######## block 1 ########
<file path="src/rtl/adder_seq_pkg.sv">
// Shared types and defaults for the phased adder sequencer.
// Holds the sequencer state encoding, the default datapath and phase widths,
// and a helper that sizes the phase-step index.
package adder_seq_pkg;

    localparam int DEFAULT_WIDTH  = 16;
    localparam int DEFAULT_NPHASE = 8;

    // Hold prescaler width; HOLD_CYCLES is limited to 1..15.
    localparam int HOLD_W = 4;

    typedef enum logic [1:0] {
        IDLE    = 2'd0,
        RAMP    = 2'd1,
        RECOVER = 2'd2
    } seq_state_t;

    // Bits needed for a step index that runs 0 .. 2*nphase-1.
    function automatic int step_width(input int nphase);
        return (nphase < 1) ? 1 : $clog2(2 * nphase);
    endfunction

endpackage

</file>
<file path="src/rtl/phase_step_timer.sv">
// Phase-step timebase for the adder sequencer.
// A down-counting prescaler reloads with HOLD_CYCLES-1 and fires a tick on
// terminal count; each tick advances the step index. The index restarts at 0
// on the accept edge, so step_next equals the event number (1 .. 2*NPHASE-1)
// that the current tick represents.
module phase_step_timer
    import adder_seq_pkg::*;
#(
    parameter int NPHASE      = DEFAULT_NPHASE,
    parameter int HOLD_CYCLES = 1,
    parameter int STEP_W      = step_width(NPHASE)
) (
    input  logic              clk,
    input  logic              rst_n,
    input  logic              start,
    input  logic              run,
    output logic              tick,
    output logic [STEP_W-1:0] step_next
);

    localparam logic [HOLD_W-1:0] PRE_LOAD = HOLD_W'(HOLD_CYCLES - 1);

    logic [HOLD_W-1:0] pre_cnt;
    logic [STEP_W-1:0] step;

    // Prescaler and step index: restart on accept, advance on terminal count.
    always_ff @(posedge clk or negedge rst_n) begin
        if (!rst_n) begin
            pre_cnt <= '0;
            step    <= '0;
        end else if (start) begin
            pre_cnt <= PRE_LOAD;
            step    <= '0;
        end else if (run) begin
            if (pre_cnt == '0) begin
                pre_cnt <= PRE_LOAD;
                step    <= step_next;
            end else begin
                pre_cnt <= pre_cnt - HOLD_W'(1);
            end
        end
    end

    assign tick      = run && (pre_cnt == '0);
    assign step_next = step + STEP_W'(1);

endmodule

</file>
<file path="src/rtl/adder_phase_seq.sv">
// Sequencer for an adiabatic adder driven by NPHASE power-clock phases.
// A request latches the operands onto the adder, ramps the phase enables up
// one bit per phase step, captures the sum, then ramps them down in reverse.
// Optional build macro ADDER_PHASE_SEQ_CHECK_EN adds a sticky chk_err output
// that flags a captured result disagreeing with a+b+cin.
//
// state   | meaning
// --------+-----------------------------------------------------------
// IDLE    | no operation; accepts a request when no response is pending
// RAMP    | operands held, phase_en bits rising 0 .. NPHASE-1
// RECOVER | result captured, phase_en bits falling NPHASE-1 .. 0
module adder_phase_seq
    import adder_seq_pkg::*;
#(
    parameter int WIDTH       = DEFAULT_WIDTH,
    parameter int NPHASE      = DEFAULT_NPHASE,
    parameter int HOLD_CYCLES = 1
) (
    input  logic              clk,
    input  logic              rst_n,
    input  logic              req_valid,
    output logic              req_ready,
    input  logic [WIDTH-1:0]  req_a,
    input  logic [WIDTH-1:0]  req_b,
    input  logic              req_cin,
    output logic              resp_valid,
    input  logic              resp_ready,
    output logic [WIDTH-1:0]  resp_sum,
    output logic              resp_cout,
    output logic [WIDTH-1:0]  adder_a,
    output logic [WIDTH-1:0]  adder_b,
    output logic              adder_cin,
    input  logic [WIDTH-1:0]  adder_out,
    input  logic              adder_cout,
    output logic [NPHASE-1:0] phase_en,
    output logic              busy,
    output logic [15:0]       op_count
`ifdef ADDER_PHASE_SEQ_CHECK_EN
    ,
    output logic              chk_err
`endif
);

    localparam int STEP_W = step_width(NPHASE);
    localparam logic [STEP_W-1:0] CAP_STEP  = STEP_W'(NPHASE);
    localparam logic [STEP_W-1:0] LAST_STEP = STEP_W'(2 * NPHASE - 1);
    localparam logic [NPHASE-1:0] PHASE_ONE = NPHASE'(1);

    seq_state_t        state, state_nxt;
    logic [NPHASE-1:0] phase_en_nxt;
    logic [WIDTH-1:0]  adder_a_nxt, adder_b_nxt, resp_sum_nxt;
    logic              adder_cin_nxt, resp_cout_nxt, resp_valid_nxt;
    logic [15:0]       op_count_nxt;

    logic              accept;
    logic              capture;
    logic              tick;
    logic [STEP_W-1:0] step_next;

    assign busy      = (state != IDLE);
    assign req_ready = (state == IDLE) && !resp_valid;
    assign accept    = req_valid && req_ready;
    assign capture   = (state == RAMP) && tick && (step_next == CAP_STEP);

    phase_step_timer #(
        .NPHASE      (NPHASE),
        .HOLD_CYCLES (HOLD_CYCLES),
        .STEP_W      (STEP_W)
    ) u_timer (
        .clk       (clk),
        .rst_n     (rst_n),
        .start     (accept),
        .run       (busy),
        .tick      (tick),
        .step_next (step_next)
    );

    // State, operand, phase and response registers.
    always_ff @(posedge clk or negedge rst_n) begin
        if (!rst_n) begin
            state      <= IDLE;
            phase_en   <= '0;
            adder_a    <= '0;
            adder_b    <= '0;
            adder_cin  <= 1'b0;
            resp_valid <= 1'b0;
            resp_sum   <= '0;
            resp_cout  <= 1'b0;
            op_count   <= '0;
        end else begin
            state      <= state_nxt;
            phase_en   <= phase_en_nxt;
            adder_a    <= adder_a_nxt;
            adder_b    <= adder_b_nxt;
            adder_cin  <= adder_cin_nxt;
            resp_valid <= resp_valid_nxt;
            resp_sum   <= resp_sum_nxt;
            resp_cout  <= resp_cout_nxt;
            op_count   <= op_count_nxt;
        end
    end

    // Next-state and datapath updates; one phase bit moves per step tick.
    always_comb begin
        state_nxt      = state;
        phase_en_nxt   = phase_en;
        adder_a_nxt    = adder_a;
        adder_b_nxt    = adder_b;
        adder_cin_nxt  = adder_cin;
        resp_valid_nxt = resp_valid;
        resp_sum_nxt   = resp_sum;
        resp_cout_nxt  = resp_cout;
        op_count_nxt   = op_count;

        // Response drain is independent of the phase sequence.
        if (resp_valid && resp_ready) begin
            resp_valid_nxt = 1'b0;
        end

        unique case (state)
            IDLE: begin
                if (accept) begin
                    adder_a_nxt   = req_a;
                    adder_b_nxt   = req_b;
                    adder_cin_nxt = req_cin;
                    phase_en_nxt  = PHASE_ONE;
                    state_nxt     = RAMP;
                end
            end
            RAMP: begin
                if (capture) begin
                    resp_sum_nxt   = adder_out;
                    resp_cout_nxt  = adder_cout;
                    resp_valid_nxt = 1'b1;
                    op_count_nxt   = op_count + 16'd1;
                    phase_en_nxt   = phase_en & ~(PHASE_ONE << (NPHASE - 1));
                    // A single-phase adder has nothing left to ramp down.
                    state_nxt      = (NPHASE == 1) ? IDLE : RECOVER;
                end else if (tick) begin
                    phase_en_nxt = phase_en | (PHASE_ONE << step_next);
                end
            end
            RECOVER: begin
                if (tick) begin
                    phase_en_nxt = phase_en & ~(PHASE_ONE << (LAST_STEP - step_next));
                    if (step_next == LAST_STEP) begin
                        state_nxt = IDLE;
                    end
                end
            end
            default: begin
                state_nxt    = IDLE;
                phase_en_nxt = '0;
            end
        endcase
    end

`ifdef ADDER_PHASE_SEQ_CHECK_EN
    logic [WIDTH:0] chk_ref;

    assign chk_ref = {1'b0, adder_a} + {1'b0, adder_b} + {{WIDTH{1'b0}}, adder_cin};

    // Sticky flag for a captured result that disagrees with the held operands.
    always_ff @(posedge clk or negedge rst_n) begin
        if (!rst_n) begin
            chk_err <= 1'b0;
        end else if (capture && ({adder_cout, adder_out} != chk_ref)) begin
            chk_err <= 1'b1;
        end
    end
`endif

endmodule

</file>
<file path="config.mk">
export PLATFORM = sky130hd
export DESIGN_NAME = adder_phase_seq
export DESIGN_NICKNAME = d
export VERILOG_FILES = /design/src/rtl/adder_seq_pkg.sv /design/src/rtl/phase_step_timer.sv /design/src/rtl/adder_phase_seq.sv
export SDC_FILE = /design/constraint.sdc
export NUM_CORES = 1
export LEC_CHECK = 0
export ABC_AREA = 1
export CORE_MARGIN = 10
export CORE_UTILIZATION = 40
export DETAILED_ROUTE_END_ITERATION = 10
export GPL_TIMING_DRIVEN = 0
export PLACE_DENSITY = 0.75
export RECOVER_POWER = 100
export SLEW_MARGIN = 5
export SYNTH_ARGS = -nofsm -noshare
export SYNTH_HDL_FRONTEND = slang
export SYNTH_HIERARCHICAL = 1
export SYNTH_SLANG_ARGS = --single-unit
export TNS_END_PERCENT = 50
</file>
<file path="constraint.sdc">
create_clock -name clk -period 2.3 [get_ports clk]
set_input_delay 0.575 -clock clk [delete_from_list [all_inputs] [get_ports clk]]
set_output_delay 0.575 -clock clk [all_outputs]
set_load 0.02 [all_outputs]
</file>
######## block 2 ########
### config.mk
export PLATFORM = sky130hd
export DESIGN_NAME = ibex_rf_writeback_flat
export DESIGN_NICKNAME = d
export VERILOG_FILES = /design/src/rtl/ibex_wb_pkg.sv /design/src/rtl/ibex_rf_writeback_if.sv /design/src/rtl/ibex_wb_dest_fifo.sv /design/src/rtl/ibex_rf_writeback.sv /design/src/flat_wrapper.sv
export SDC_FILE = /design/constraint.sdc
export NUM_CORES = 1
export LEC_CHECK = 0
export ABC_CLOCK_PERIOD_IN_PS = 3900
export CAP_MARGIN = 30
export CORE_MARGIN = 5
export CORE_UTILIZATION = 46
export DETAILED_ROUTE_END_ITERATION = 8
export PLACE_DENSITY = 0.91
export SLEW_MARGIN = 20
export SYNTH_ARGS = -nofsm -noshare
export SYNTH_HDL_FRONTEND = slang
export SYNTH_SLANG_ARGS = --single-unit
### constraint.sdc
create_clock -name clk_i -period 3.9 [get_ports clk_i]
set_clock_uncertainty 0.15 [all_clocks]
set_input_delay 0.585 -clock clk_i [delete_from_list [all_inputs] [get_ports clk_i]]
set_output_delay 0.585 -clock clk_i [all_outputs]
set_load 0.01 [all_outputs]
### src/rtl/ibex_wb_pkg.sv
// Shared types for the register-file writeback stage: RF address type,
// the registered write entry, and the architectural register count.
package ibex_wb_pkg;

    localparam int unsigned RegAddrW   = 5;
    // Widest supported write data; the top zero-extends into this and only drives out DataWidth bits.
    localparam int unsigned WbDataWMax = 64;
    localparam int unsigned NumRegsI   = 32;
    localparam int unsigned NumRegsE   = 16;

    typedef logic [RegAddrW-1:0] reg_addr_t;

    typedef struct packed {
        logic                  we;
        reg_addr_t             waddr;
        logic [WbDataWMax-1:0] wdata;
    } wb_entry_t;

    function automatic int unsigned num_regs(input bit rv32e);
        return rv32e ? NumRegsE : NumRegsI;
    endfunction

endpackage

### src/rtl/ibex_rf_writeback_if.sv
// EX result and LSU load handshakes into the writeback stage.
interface ibex_rf_writeback_if
    import ibex_wb_pkg::*;
#(
    parameter int unsigned DataWidth = 32
);
    logic                 ex_valid;
    logic                 ex_we;
    reg_addr_t            ex_waddr;
    logic [DataWidth-1:0] ex_wdata;
    logic                 ex_ready;

    logic                 lsu_req;
    reg_addr_t            lsu_req_waddr;
    logic                 lsu_req_ready;
    logic                 lsu_rvalid;
    logic [DataWidth-1:0] lsu_rdata;
    logic                 lsu_err;

    modport master (
        output ex_valid, ex_we, ex_waddr, ex_wdata,
        output lsu_req, lsu_req_waddr, lsu_rvalid, lsu_rdata, lsu_err,
        input  ex_ready, lsu_req_ready
    );

    modport slave (
        input  ex_valid, ex_we, ex_waddr, ex_wdata,
        input  lsu_req, lsu_req_waddr, lsu_rvalid, lsu_rdata, lsu_err,
        output ex_ready, lsu_req_ready
    );

endinterface

### src/rtl/ibex_wb_dest_fifo.sv
// In-order FIFO of outstanding load destinations. Head is always slot 0; a pop
// shifts the array down so valid entries stay packed at the low slots.
module ibex_wb_dest_fifo
    import ibex_wb_pkg::*;
#(
    parameter  int unsigned Depth = 2,
    localparam int unsigned CntW  = $clog2(Depth + 1)
) (
    input  logic                      clk_i,
    input  logic                      rst_ni,
    input  logic                      push_i,
    input  reg_addr_t                 push_addr_i,
    input  logic                      pop_i,
    output reg_addr_t                 head_o,
    output logic                      full_o,
    output logic                      empty_o,
    output logic [CntW-1:0]           count_o,
    output logic [Depth*RegAddrW-1:0] entries_o,
    output logic [Depth-1:0]          entry_valid_o
);

    reg_addr_t [Depth-1:0] mem_q, mem_d;
    logic [CntW-1:0]       cnt_q, cnt_d;
    logic [CntW-1:0]       wr_idx;
    logic                  do_push, do_pop;

    assign full_o  = (cnt_q == CntW'(Depth));
    assign empty_o = (cnt_q == '0);
    assign do_push = push_i & ~full_o;
    assign do_pop  = pop_i & ~empty_o;
    // With a simultaneous pop the new entry lands one slot lower.
    assign wr_idx  = cnt_q - CntW'(do_pop);

    always_comb begin
        mem_d = mem_q;
        if (do_pop) begin
            for (int i = 0; i < int'(Depth) - 1; i++) mem_d[i] = mem_q[i+1];
        end
        if (do_push) begin
            for (int i = 0; i < int'(Depth); i++) begin
                if (CntW'(i) == wr_idx) mem_d[i] = push_addr_i;
            end
        end
        cnt_d = cnt_q + CntW'(do_push) - CntW'(do_pop);
    end

    always_ff @(posedge clk_i or negedge rst_ni) begin
        if (!rst_ni) begin
            mem_q <= '0;
            cnt_q <= '0;
        end else begin
            mem_q <= mem_d;
            cnt_q <= cnt_d;
        end
    end

    always_comb begin
        entry_valid_o = '0;
        for (int i = 0; i < int'(Depth); i++) entry_valid_o[i] = (CntW'(i) < cnt_q);
    end

    assign head_o    = mem_q[0];
    assign count_o   = cnt_q;
    assign entries_o = mem_q;

endmodule

### src/rtl/ibex_rf_writeback.sv
// Writeback stage: arbitrates EX results against load responses into one registered
// RF write and tracks pending load destinations for RAW/WAW hazard detection.
module ibex_rf_writeback
    import ibex_wb_pkg::*;
#(
    parameter  bit          RV32E          = 1'b0,
    parameter  int unsigned DataWidth      = 32,
    parameter  int unsigned MaxOutstanding = 2,
    localparam int unsigned CntW           = $clog2(MaxOutstanding + 1)
) (
    input  logic                 clk_i,
    input  logic                 rst_ni,
    ibex_rf_writeback_if.slave   bus,
    input  reg_addr_t            raddr_a_i,
    input  reg_addr_t            raddr_b_i,
    output logic                 hazard_a_o,
    output logic                 hazard_b_o,
    output logic                 rf_we_o,
    output reg_addr_t            rf_waddr_o,
    output logic [DataWidth-1:0] rf_wdata_o,
    output logic                 load_err_o,
    output logic [CntW-1:0]      outstanding_o
);

    localparam int unsigned NumRegs = num_regs(RV32E);
    localparam int unsigned IdxW    = RV32E ? 4 : 5;

    reg_addr_t                          fifo_head;
    logic                               fifo_full, fifo_empty;
    logic [MaxOutstanding*RegAddrW-1:0] fifo_entries;
    logic [MaxOutstanding-1:0]          fifo_valid;
    logic                               load_push, load_ret, ex_accept;
    logic [NumRegs-1:0]                 pending;
    reg_addr_t                          ent;
    wb_entry_t                          wb_d, wb_q;
    logic                               load_err_q;

    assign bus.lsu_req_ready = ~fifo_full;
    assign load_push         = bus.lsu_req & ~fifo_full;
    assign load_ret          = bus.lsu_rvalid & ~fifo_empty;

    ibex_wb_dest_fifo #(
        .Depth (MaxOutstanding)
    ) u_dest_fifo (
        .clk_i         (clk_i),
        .rst_ni        (rst_ni),
        .push_i        (load_push),
        .push_addr_i   (bus.lsu_req_waddr),
        .pop_i         (bus.lsu_rvalid),
        .head_o        (fifo_head),
        .full_o        (fifo_full),
        .empty_o       (fifo_empty),
        .count_o       (outstanding_o),
        .entries_o     (fifo_entries),
        .entry_valid_o (fifo_valid)
    );

    // Scoreboard is rebuilt from the live FIFO entries, so a duplicate destination
    // stays pending until its last load has returned.
    always_comb begin
        pending = '0;
        ent     = '0;
        for (int i = 0; i < int'(MaxOutstanding); i++) begin
            ent = fifo_entries[i*RegAddrW +: RegAddrW];
            if (fifo_valid[i]) pending[ent[IdxW-1:0]] = 1'b1;
        end
        pending[0] = 1'b0;
    end

    assign hazard_a_o = pending[raddr_a_i[IdxW-1:0]];
    assign hazard_b_o = pending[raddr_b_i[IdxW-1:0]];

    // Load responses cannot be stalled, so they own the write port outright.
    assign bus.ex_ready = ~bus.lsu_rvalid & ~(bus.ex_we & pending[bus.ex_waddr[IdxW-1:0]]);
    assign ex_accept    = bus.ex_valid & bus.ex_ready;

    always_comb begin
        wb_d    = wb_q;
        wb_d.we = 1'b0;
        if (load_ret && !bus.lsu_err) begin
            wb_d.we    = (fifo_head != '0);
            wb_d.waddr = fifo_head;
            wb_d.wdata = WbDataWMax'(bus.lsu_rdata);
        end else if (ex_accept && bus.ex_we) begin
            wb_d.we    = (bus.ex_waddr != '0);
            wb_d.waddr = bus.ex_waddr;
            wb_d.wdata = WbDataWMax'(bus.ex_wdata);
        end
    end

    always_ff @(posedge clk_i or negedge rst_ni) begin
        if (!rst_ni) begin
            wb_q       <= '0;
            load_err_q <= 1'b0;
        end else begin
            wb_q       <= wb_d;
            load_err_q <= bus.lsu_rvalid & (fifo_empty | bus.lsu_err);
        end
    end

    assign rf_we_o    = wb_q.we;
    assign rf_waddr_o = wb_q.waddr;
    assign rf_wdata_o = wb_q.wdata[DataWidth-1:0];
    assign load_err_o = load_err_q;

    if (DataWidth < WbDataWMax) begin : g_wdata_hi
        logic unused_wdata_hi;
        assign unused_wdata_hi = ^wb_q.wdata[WbDataWMax-1:DataWidth];
    end

endmodule
### src/flat_wrapper.sv
// flat-port wrapper written by rule: the top's interface ports become plain ports
module ibex_rf_writeback_flat import ibex_wb_pkg::*;
#(
    parameter  bit          RV32E          = 1'b0,
    parameter  int unsigned DataWidth      = 32,
    parameter  int unsigned MaxOutstanding = 2,
    localparam int unsigned CntW           = $clog2(MaxOutstanding + 1)
)
  (clk_i, rst_ni, raddr_a_i, raddr_b_i, hazard_a_o, hazard_b_o, rf_we_o, rf_waddr_o, rf_wdata_o, load_err_o, outstanding_o, bus_ex_valid, bus_ex_we, bus_ex_waddr, bus_ex_wdata, bus_lsu_req, bus_lsu_req_waddr, bus_lsu_rvalid, bus_lsu_rdata, bus_lsu_err, bus_ex_ready, bus_lsu_req_ready);
  ibex_rf_writeback_if #(.DataWidth(DataWidth)) bus_i ();
  input  logic clk_i;
  input  logic rst_ni;
  input  reg_addr_t raddr_a_i;
  input  reg_addr_t raddr_b_i;
  output logic hazard_a_o;
  output logic hazard_b_o;
  output logic rf_we_o;
  output reg_addr_t rf_waddr_o;
  output logic [DataWidth-1:0] rf_wdata_o;
  output logic load_err_o;
  output logic [CntW-1:0] outstanding_o;
  input wire logic [$bits(bus_i.ex_valid)-1:0] bus_ex_valid;
  input wire logic [$bits(bus_i.ex_we)-1:0] bus_ex_we;
  input wire logic [$bits(bus_i.ex_waddr)-1:0] bus_ex_waddr;
  input wire logic [$bits(bus_i.ex_wdata)-1:0] bus_ex_wdata;
  input wire logic [$bits(bus_i.lsu_req)-1:0] bus_lsu_req;
  input wire logic [$bits(bus_i.lsu_req_waddr)-1:0] bus_lsu_req_waddr;
  input wire logic [$bits(bus_i.lsu_rvalid)-1:0] bus_lsu_rvalid;
  input wire logic [$bits(bus_i.lsu_rdata)-1:0] bus_lsu_rdata;
  input wire logic [$bits(bus_i.lsu_err)-1:0] bus_lsu_err;
  output wire logic [$bits(bus_i.ex_ready)-1:0] bus_ex_ready;
  output wire logic [$bits(bus_i.lsu_req_ready)-1:0] bus_lsu_req_ready;
  assign bus_i.ex_valid = bus_ex_valid;
  assign bus_i.ex_we = bus_ex_we;
  assign bus_i.ex_waddr = bus_ex_waddr;
  assign bus_i.ex_wdata = bus_ex_wdata;
  assign bus_i.lsu_req = bus_lsu_req;
  assign bus_i.lsu_req_waddr = bus_lsu_req_waddr;
  assign bus_i.lsu_rvalid = bus_lsu_rvalid;
  assign bus_i.lsu_rdata = bus_lsu_rdata;
  assign bus_i.lsu_err = bus_lsu_err;
  assign bus_ex_ready = bus_i.ex_ready;
  assign bus_lsu_req_ready = bus_i.lsu_req_ready;
  ibex_rf_writeback #(.RV32E(RV32E), .DataWidth(DataWidth), .MaxOutstanding(MaxOutstanding)) u_core (.clk_i(clk_i), .rst_ni(rst_ni), .bus(bus_i), .raddr_a_i(raddr_a_i), .raddr_b_i(raddr_b_i), .hazard_a_o(hazard_a_o), .hazard_b_o(hazard_b_o), .rf_we_o(rf_we_o), .rf_waddr_o(rf_waddr_o), .rf_wdata_o(rf_wdata_o), .load_err_o(load_err_o), .outstanding_o(outstanding_o));
endmodule
######## block 3 ########
<file path="config.mk">
export PLATFORM = sky130hd
export DESIGN_NAME = divide_sequencer
export DESIGN_NICKNAME = d
export VERILOG_FILES = /design/src/rtl/divide_sequencer_pkg.sv /design/src/rtl/divide_sequencer_sub.sv /design/src/rtl/divide_sequencer.sv
export SDC_FILE = /design/constraint.sdc
export NUM_CORES = 1
export LEC_CHECK = 0
export CAP_MARGIN = 20
export CELL_PAD_IN_SITES_DETAIL_PLACEMENT = 2
export CELL_PAD_IN_SITES_GLOBAL_PLACEMENT = 2
export CORE_UTILIZATION = 37
export CTS_BUF_LIST = sky130_fd_sc_hd__clkbuf_2
export CTS_CLUSTER_SIZE = 28
export DETAILED_ROUTE_END_ITERATION = 7
export GPL_TIMING_DRIVEN = 0
export MAX_ROUTING_LAYER = met4
export PLACE_DENSITY_LB_ADDON = 0.25
export SLEW_MARGIN = 5
export SYNTH_ARGS = -nofsm -noshare
export SYNTH_HDL_FRONTEND = slang
export SYNTH_SLANG_ARGS = --single-unit
</file>
<file path="constraint.sdc">
create_clock -name clk -period 21.7 [get_ports clk]
set_clock_uncertainty 0.1 [all_clocks]
set_input_delay 4.34 -clock clk [delete_from_list [all_inputs] [get_ports clk]]
set_output_delay 4.34 -clock clk [all_outputs]
set_load 0.01 [all_outputs]
</file>
<file path="src/rtl/divide_sequencer_pkg.sv">
// Shared constants for the LEGv8 multi-cycle divider: datapath width, iteration count, FSM states.
package divide_sequencer_pkg;

  localparam int DATA_W   = 64;
  localparam int DS_ITERS = 64;

  typedef enum logic [2:0] {
    DS_IDLE = 3'd0,
    DS_PREP = 3'd1,
    DS_ITER = 3'd2,
    DS_FIX  = 3'd3,
    DS_DONE = 3'd4
  } ds_state_t;

endpackage

</file>
<file path="src/rtl/divide_sequencer_sub.sv">
// 64-bit subtractor a - b as a + ~b + carry_in; carry_out=1 means no borrow.
module divide_sequencer_sub
  import divide_sequencer_pkg::*;
(
  input  logic [DATA_W-1:0] a,
  input  logic [DATA_W-1:0] b,
  input  logic              carry_in,
  output logic [DATA_W-1:0] diff,
  output logic              carry_out
);

  assign {carry_out, diff} = {1'b0, a} + {1'b0, ~b} + {{DATA_W{1'b0}}, carry_in};

endmodule

</file>
<file path="src/rtl/divide_sequencer.sv">
// Restoring divider controller, one quotient bit per cycle on a shared subtractor (67-cycle latency, 2 on divide-by-zero).
// Define DIV_SIGNED_EN to build SDIV support (operand magnitude in PREP, sign fix in FIX).
module divide_sequencer
  import divide_sequencer_pkg::*;
#(
  parameter int ITERS = DS_ITERS
) (
  input  logic              clk,
  input  logic              reset,
  input  logic              start,
  input  logic              div_signed,
  input  logic [DATA_W-1:0] dividend,
  input  logic [DATA_W-1:0] divisor,
  output logic              busy,
  output logic              done,
  output logic [DATA_W-1:0] quotient,
  output logic [DATA_W-1:0] remainder,
  output logic              div_by_zero
);

  localparam int            CW   = $clog2(ITERS);
  localparam logic [CW-1:0] LAST = CW'(ITERS - 1);

  ds_state_t         state;
  logic [DATA_W-1:0] dvd_r, dvs_r, dvs_mag, q_sh, r_part;
  logic [CW-1:0]     cnt;

  logic [DATA_W:0]   s_val;
  logic [DATA_W-1:0] trial_diff;
  logic              trial_cout, success;

  logic [DATA_W-1:0] dvd_mag_c, dvs_mag_c, q_fix_c, r_fix_c;

  assign s_val = {r_part, q_sh[DATA_W-1]};

  divide_sequencer_sub u_trial (
    .a         (s_val[DATA_W-1:0]),
    .b         (dvs_mag),
    .carry_in  (1'b1),
    .diff      (trial_diff),
    .carry_out (trial_cout)
  );

  assign success = s_val[DATA_W] | trial_cout;

`ifdef DIV_SIGNED_EN
  logic              sgn_r, neg_q, neg_r;
  logic [DATA_W-1:0] neg_x_in, neg_y_in, neg_x, neg_y;
  logic              unused_cout_x, unused_cout_y;

  // PREP and FIX never overlap, so one negator pair serves both.
  assign neg_x_in = (state == DS_PREP) ? dvd_r : q_sh;
  assign neg_y_in = (state == DS_PREP) ? dvs_r : r_part;

  divide_sequencer_sub u_neg_x (
    .a         ({DATA_W{1'b0}}),
    .b         (neg_x_in),
    .carry_in  (1'b1),
    .diff      (neg_x),
    .carry_out (unused_cout_x)
  );

  divide_sequencer_sub u_neg_y (
    .a         ({DATA_W{1'b0}}),
    .b         (neg_y_in),
    .carry_in  (1'b1),
    .diff      (neg_y),
    .carry_out (unused_cout_y)
  );

  assign dvd_mag_c = (sgn_r & dvd_r[DATA_W-1]) ? neg_x : dvd_r;
  assign dvs_mag_c = (sgn_r & dvs_r[DATA_W-1]) ? neg_y : dvs_r;
  assign q_fix_c   = neg_q ? neg_x : q_sh;
  assign r_fix_c   = neg_r ? neg_y : r_part;

  always_ff @(posedge clk or posedge reset) begin
    if (reset) begin
      sgn_r <= 1'b0;
      neg_q <= 1'b0;
      neg_r <= 1'b0;
    end else if (state == DS_IDLE && start) begin
      sgn_r <= div_signed;
    end else if (state == DS_PREP) begin
      neg_q <= sgn_r & (dvd_r[DATA_W-1] ^ dvs_r[DATA_W-1]);
      neg_r <= sgn_r & dvd_r[DATA_W-1];
    end
  end
`else
  logic unused_div_signed;

  assign unused_div_signed = div_signed;
  assign dvd_mag_c         = dvd_r;
  assign dvs_mag_c         = dvs_r;
  assign q_fix_c           = q_sh;
  assign r_fix_c           = r_part;
`endif

  always_ff @(posedge clk or posedge reset) begin
    if (reset) begin
      state       <= DS_IDLE;
      busy        <= 1'b0;
      done        <= 1'b0;
      div_by_zero <= 1'b0;
      quotient    <= '0;
      remainder   <= '0;
      dvd_r       <= '0;
      dvs_r       <= '0;
      dvs_mag     <= '0;
      q_sh        <= '0;
      r_part      <= '0;
      cnt         <= '0;
    end else begin
      done <= 1'b0;
      case (state)
        DS_IDLE: begin
          if (start) begin
            dvd_r       <= dividend;
            dvs_r       <= divisor;
            div_by_zero <= 1'b0;
            busy        <= 1'b1;
            state       <= DS_PREP;
          end
        end
        DS_PREP: begin
          r_part  <= '0;
          cnt     <= '0;
          q_sh    <= dvd_mag_c;
          dvs_mag <= dvs_mag_c;
          if (dvs_r == '0) begin
            div_by_zero <= 1'b1;
            quotient    <= '0;
            remainder   <= dvd_r;
            done        <= 1'b1;
            state       <= DS_DONE;
          end else begin
            state <= DS_ITER;
          end
        end
        DS_ITER: begin
          // R stays below the divisor, so a failed trial always has S[64]=0 and 64 bits hold R.
          r_part <= success ? trial_diff : s_val[DATA_W-1:0];
          q_sh   <= {q_sh[DATA_W-2:0], success};
          cnt    <= cnt + CW'(1);
          if (cnt == LAST) state <= DS_FIX;
        end
        DS_FIX: begin
          quotient  <= q_fix_c;
          remainder <= r_fix_c;
          done      <= 1'b1;
          state     <= DS_DONE;
        end
        DS_DONE: begin
          busy  <= 1'b0;
          state <= DS_IDLE;
        end
        default: begin
          busy  <= 1'b0;
          state <= DS_IDLE;
        end
      endcase
    end
  end

endmodule

</file>
Figure 1. Sequential cells grouped by signal name (block 2).
Other sequential cells in the stronger grey, the rest of the logic in the fainter grey.
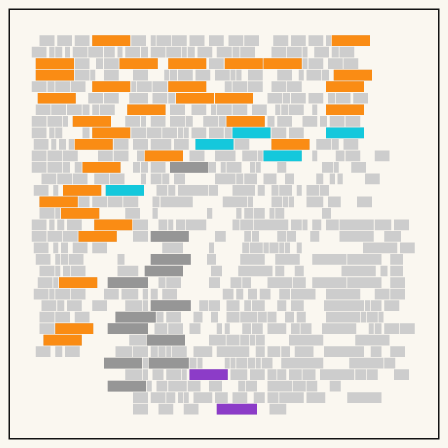
Orange stands for u_core.rf_wdata_o, flops 32. Cyan stands for u_core.rf_waddr_o, flops 5. Purple stands for u_core.u_dest_fifo.count_o, flops 2.
Another 12 sequential cells are not coloured.

==> results.txt, block 2 <==
flow finished, numbers: status finished clean, FF-to-FF path depth 10, Top cell excl fill/tap clkdlybuf4s50_1, Pwr Density 604 nW/um^2, flop count 51, share of layout cells above drive strength 1 16.6%, port buffer count 135, Diodes inserted 0, Achievable Freq approximately 0.27 GHz, Setup Buffers After CTS 2, Syn Inst Count 384, fa+ha+maj area frac less than 1%, Top cell area share approximately 33%, global routing usage on met2 41.5%, filler cell count a little over 600, Post-synth EDFFs 0, multi-input combinational area share 43.7%, Crit Path Max Fanout 7, Die ar. 10200 um^2, CTS tree built, initial antenna violation count 0, worst-path cell chain nor2_4 -> buf_4 -> nor3_1 -> or2_2 -> mux4_2 -> mux4_2 -> mux2_2 -> dlygate4sd2_1, ys async rst share 100%, Worst R2R Start u_core.u_dest_fifo.head_o[0]$_DFF_PN0_, GPL Wtd Cong 0.938, Final Critical Period 3.77 ns
block 2: cell usage after synthesis, types with 4 or more instances:
master and n:
nor2_1 56, o22ai_1 18, dfrtp_1 51, nand3b_1 8
mux4_2 18, inv_1 6, or2_1 4, nand2_1 15
o21ai_0 4, mux2_2 7, or3b_1 4, or2_2 5
a21oi_1 43, buf_2 6, o32ai_1 13, buf_4 6
mux2i_1 41, nor3_1 8, buf_6 4, clkbuf_1 10
block 2: state kept, by name, summed over array words and instances (netlist names):
signal / count
u_core.load_err_o: 1
u_core.rf_waddr_o: 5
u_core.rf_wdata_o: 32
u_core.rf_we_o: 1
u_core.u_dest_fifo.count_o: 2
u_core.u_dest_fifo.entries_o: 5
u_core.u_dest_fifo.head_o: 5
block 2: per-stage QoR:
| stage | total power, uW | worst slack, ns | utilization, % |
|---|---|---|---|
| after global placement | 2760 | 0.131 | 63.9 |
| after floorplan | 2040 | 0.761 | - |
| after global routing | 3470 | 0.00755 | 66.6 |
| final | 3270 | 0.130 | 66.6 |
| after detailed placement | 2820 | 0.112 | 63.9 |
| after CTS | 3180 | 0.0219 | 65.5 |
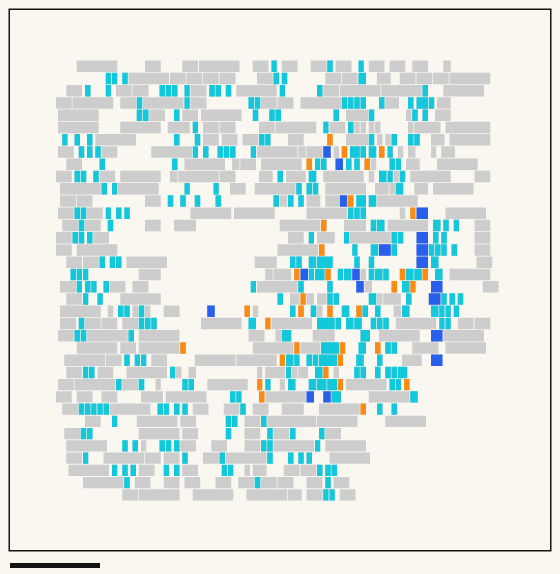
Figure 2: block 1, logic cells by family.
Scale bar: 20 um.
Blue stands for aoi and oai cells, cells 18. Cyan stands for nand cells, cells 299. Orange stands for inv cells, cells 33.

==> results.txt, block 1 <==
flow finished, numbers: status finished clean, overall routed net length around 11000 um, Final WS setup 0.181 ns, routed via count approximately 3700, flop count 85, post-synth top area cell dfrtp_1, Worst path depth 1, RSZ-0062 raised after global routing no, port buffer count 130, filler cell count 909, worst-path cell chain dlygate4sd3_1, H-tree levels 3, root buffer cell clkbuf_8, Die Ht around 120 um, grt total ovfl 0, metal3 WL 864 um, Diodes inserted 0, Top cells by area dfrtp_1 53%, nand2_1 24%, nand3_1 3.6%, gr usage total 16.0%, leak pwr 0.00284 uW, post-layout instance area 5640 um^2, WHS 0.413 ns, GR peak layer met2, global-route wire length before repair around 19000 um, Top FF cell, synth dfrtp_1, global routing usage on met2 27.4%, Max Cap Violations 0, Synth Seq Share 53.3%, OpenROAD warning count 27
-- block 1: final timing paths --
check / start / end / slack, ns
max: op_count[2]$_DFFE_PN0N_ / op_count[2] / 0.18
min: rst_n / op_count[9]$_DFFE_PN0N_ / 0.41
max reg2reg: u_timer/step[0]$_DFFE_PN0P_ / resp_valid$_DFF_PN0_ / 0.26
min reg2reg: resp_cout$_DFFE_PN0N_ / resp_cout$_DFFE_PN0N_ / 0.47
max in group asynchronous: rst_n / adder_a[12]$_DFFE_PN0P_ / 1.12
min in group clk: resp_cout$_DFFE_PN0N_ / resp_cout$_DFFE_PN0N_ / 0.47
-- block 1: cell usage in the layout (no fill, tap or decap), types with 4 or more instances in the layout --
cell type	count
buf_2	4
clkbuf_1	7
clkbuf_8	10
clkdlybuf4s50_1	52
dfrtp_1	85
dlygate4sd3_1	75
ha_1	4
inv_1	26
inv_2	7
nand2_1	254
nand3_1	31
nand4_1	7
nor2_1	25
o211ai_1	4
o21ai_0	7
o21bai_1	5
xnor2_1	4
xor2_1	7
-- block 1: where the power goes --
part	switching [uW]	leakage (uW)	internal [uW]	total, uW
Clock	518	0.0000923	520	1040
Combinational	1710	0.00172	1090	2800
Sequential	288	0.00102	1940	2230
Figure 3. Pin map (block 3).
Pins as bars across the die edge, other pins in grey.
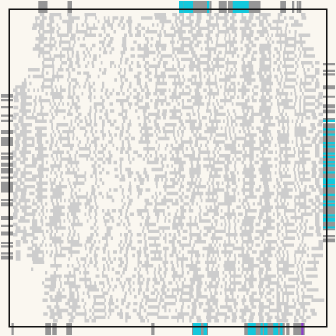
Purple stands for reset, pins 1, direction input, edge bottom. Cyan stands for remainder, pins 64, direction output, edge 23 top, 21 right, 20 bottom.

==> results.txt, block 3 <==
flow finished, numbers: WHS around 0.38 ns, HP Start q_fix_c[4]$_DFFE_PP0P_, status finished clean, pre-CTS setup slack approximately 14 ns, tap cells 782, Top cells by area dfrtp_1 51%, nand2_1 8.1%, mux2_2 6.4%, clock buf count 180, mapped cell area roughly 23000 um^2, Worst VDD drop between 60 and 70 uV, crit share post-route 31.2%, root buffer cell clkbuf_2, critical path's slowest cell clkdlybuf4s50_1, Clock Network Area Fraction under 10%, placed insts between 3000 and 4000, yosys xor share 2.16%, ys async rst share 100%, Post-synth EDFFs 0, worst-path cell chain clkdlybuf4s50_1, DR iter-0 viols about 800, Final WS setup 14.93 ns, AND/OR/NAND/NOR Cells, Area Fraction 14.0%, vias per inst approximately 5.5, final cell count without fillers 3562, CTS buffer count ~130, flop count 460, NumNets Final 2900, accumulated negative setup slack 0 ns
-- block 3: worst min-delay path: cells and delay by family, from the launching register on --
family | cells | cell delay [ns]
simple gates | 2 | 0.13
flops | 1 | 0.39
-- block 3: final timing paths --
check | cells past startpoint | slack, ns | to
worst min register to register | 2 | 0.38 | quotient[4]$_DFFE_PP0P_
worst min-delay path | 2 | 0.38 | quotient[4]$_DFFE_PP0P_
worst max register to register | 8 | 17.12 | remainder[3]$_DFFE_PP0P_
max in group asynchronous | 4 | 16.71 | r_fix_c[54]$_DFFE_PP0P_
worst max-delay path | 1 | 14.93 | remainder[41]
min in group asynchronous | 2 | 3.35 | remainder[13]$_DFFE_PP0P_
-- block 3: report_power, final --
group / switching, uW / internal [uW] / leakage [uW] / total (uW)
combinational: 1550 / 1050 / 0.00638 / 2590
sequential: 374 / 1240 / 0.00577 / 1620
clock: 384 / 233 / 0.000820 / 617
-- block 3: per-layer routing --
layer	up-vias	part of all wire, %	global-route usage (%)
met5	-	0	-
met4	0	2.8	9.61
met3	141	3.6	4.64
met2	449	48	46.1
met1	10000	45	35.9
li1	8935	-	-

==> notes/layouts.md <==
Pictures saved along the way, in no particular order.

Clock wiring as the flow saved it.
image #1
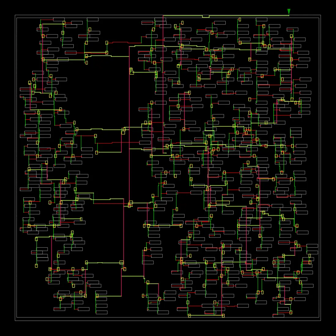
image #2
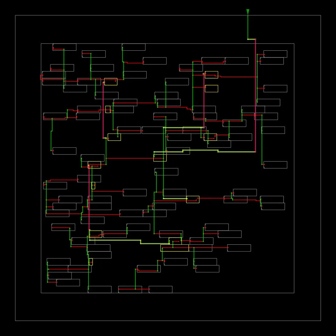
image #3
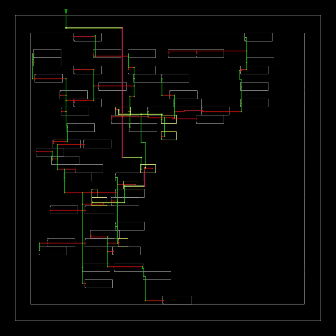
For block 3, see image #1.
For block 1, see image #2.
For block 2, see image #3.



==> screenshots <==
Signal wires by layer.
Plate I
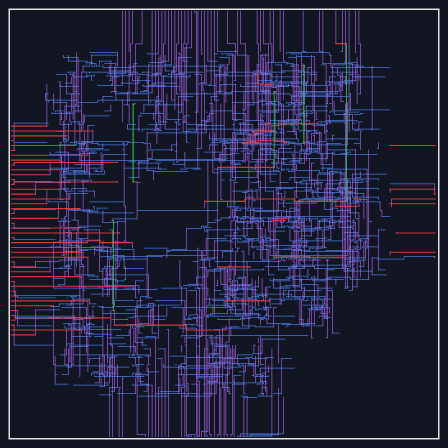
Plate II
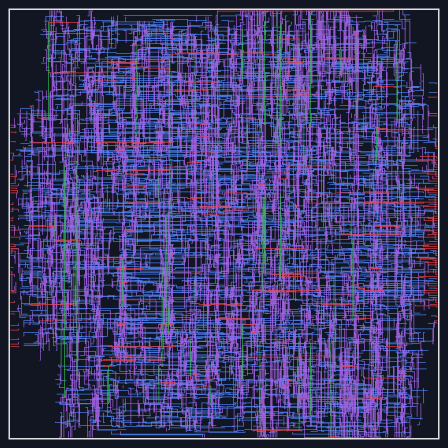
Plate III
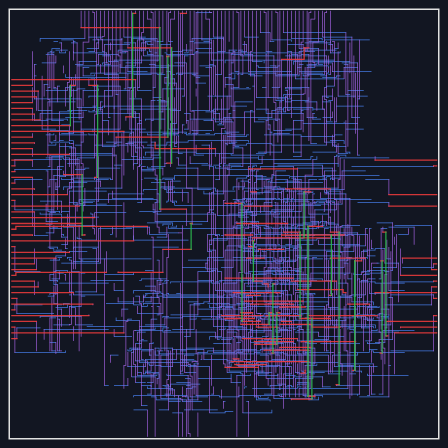
Plate III -> block 2
Plate II -> block 3
Plate I -> block 1
Of these, most wire: Plate II

No activity file was given, so power comes from the tool's default toggle rates.
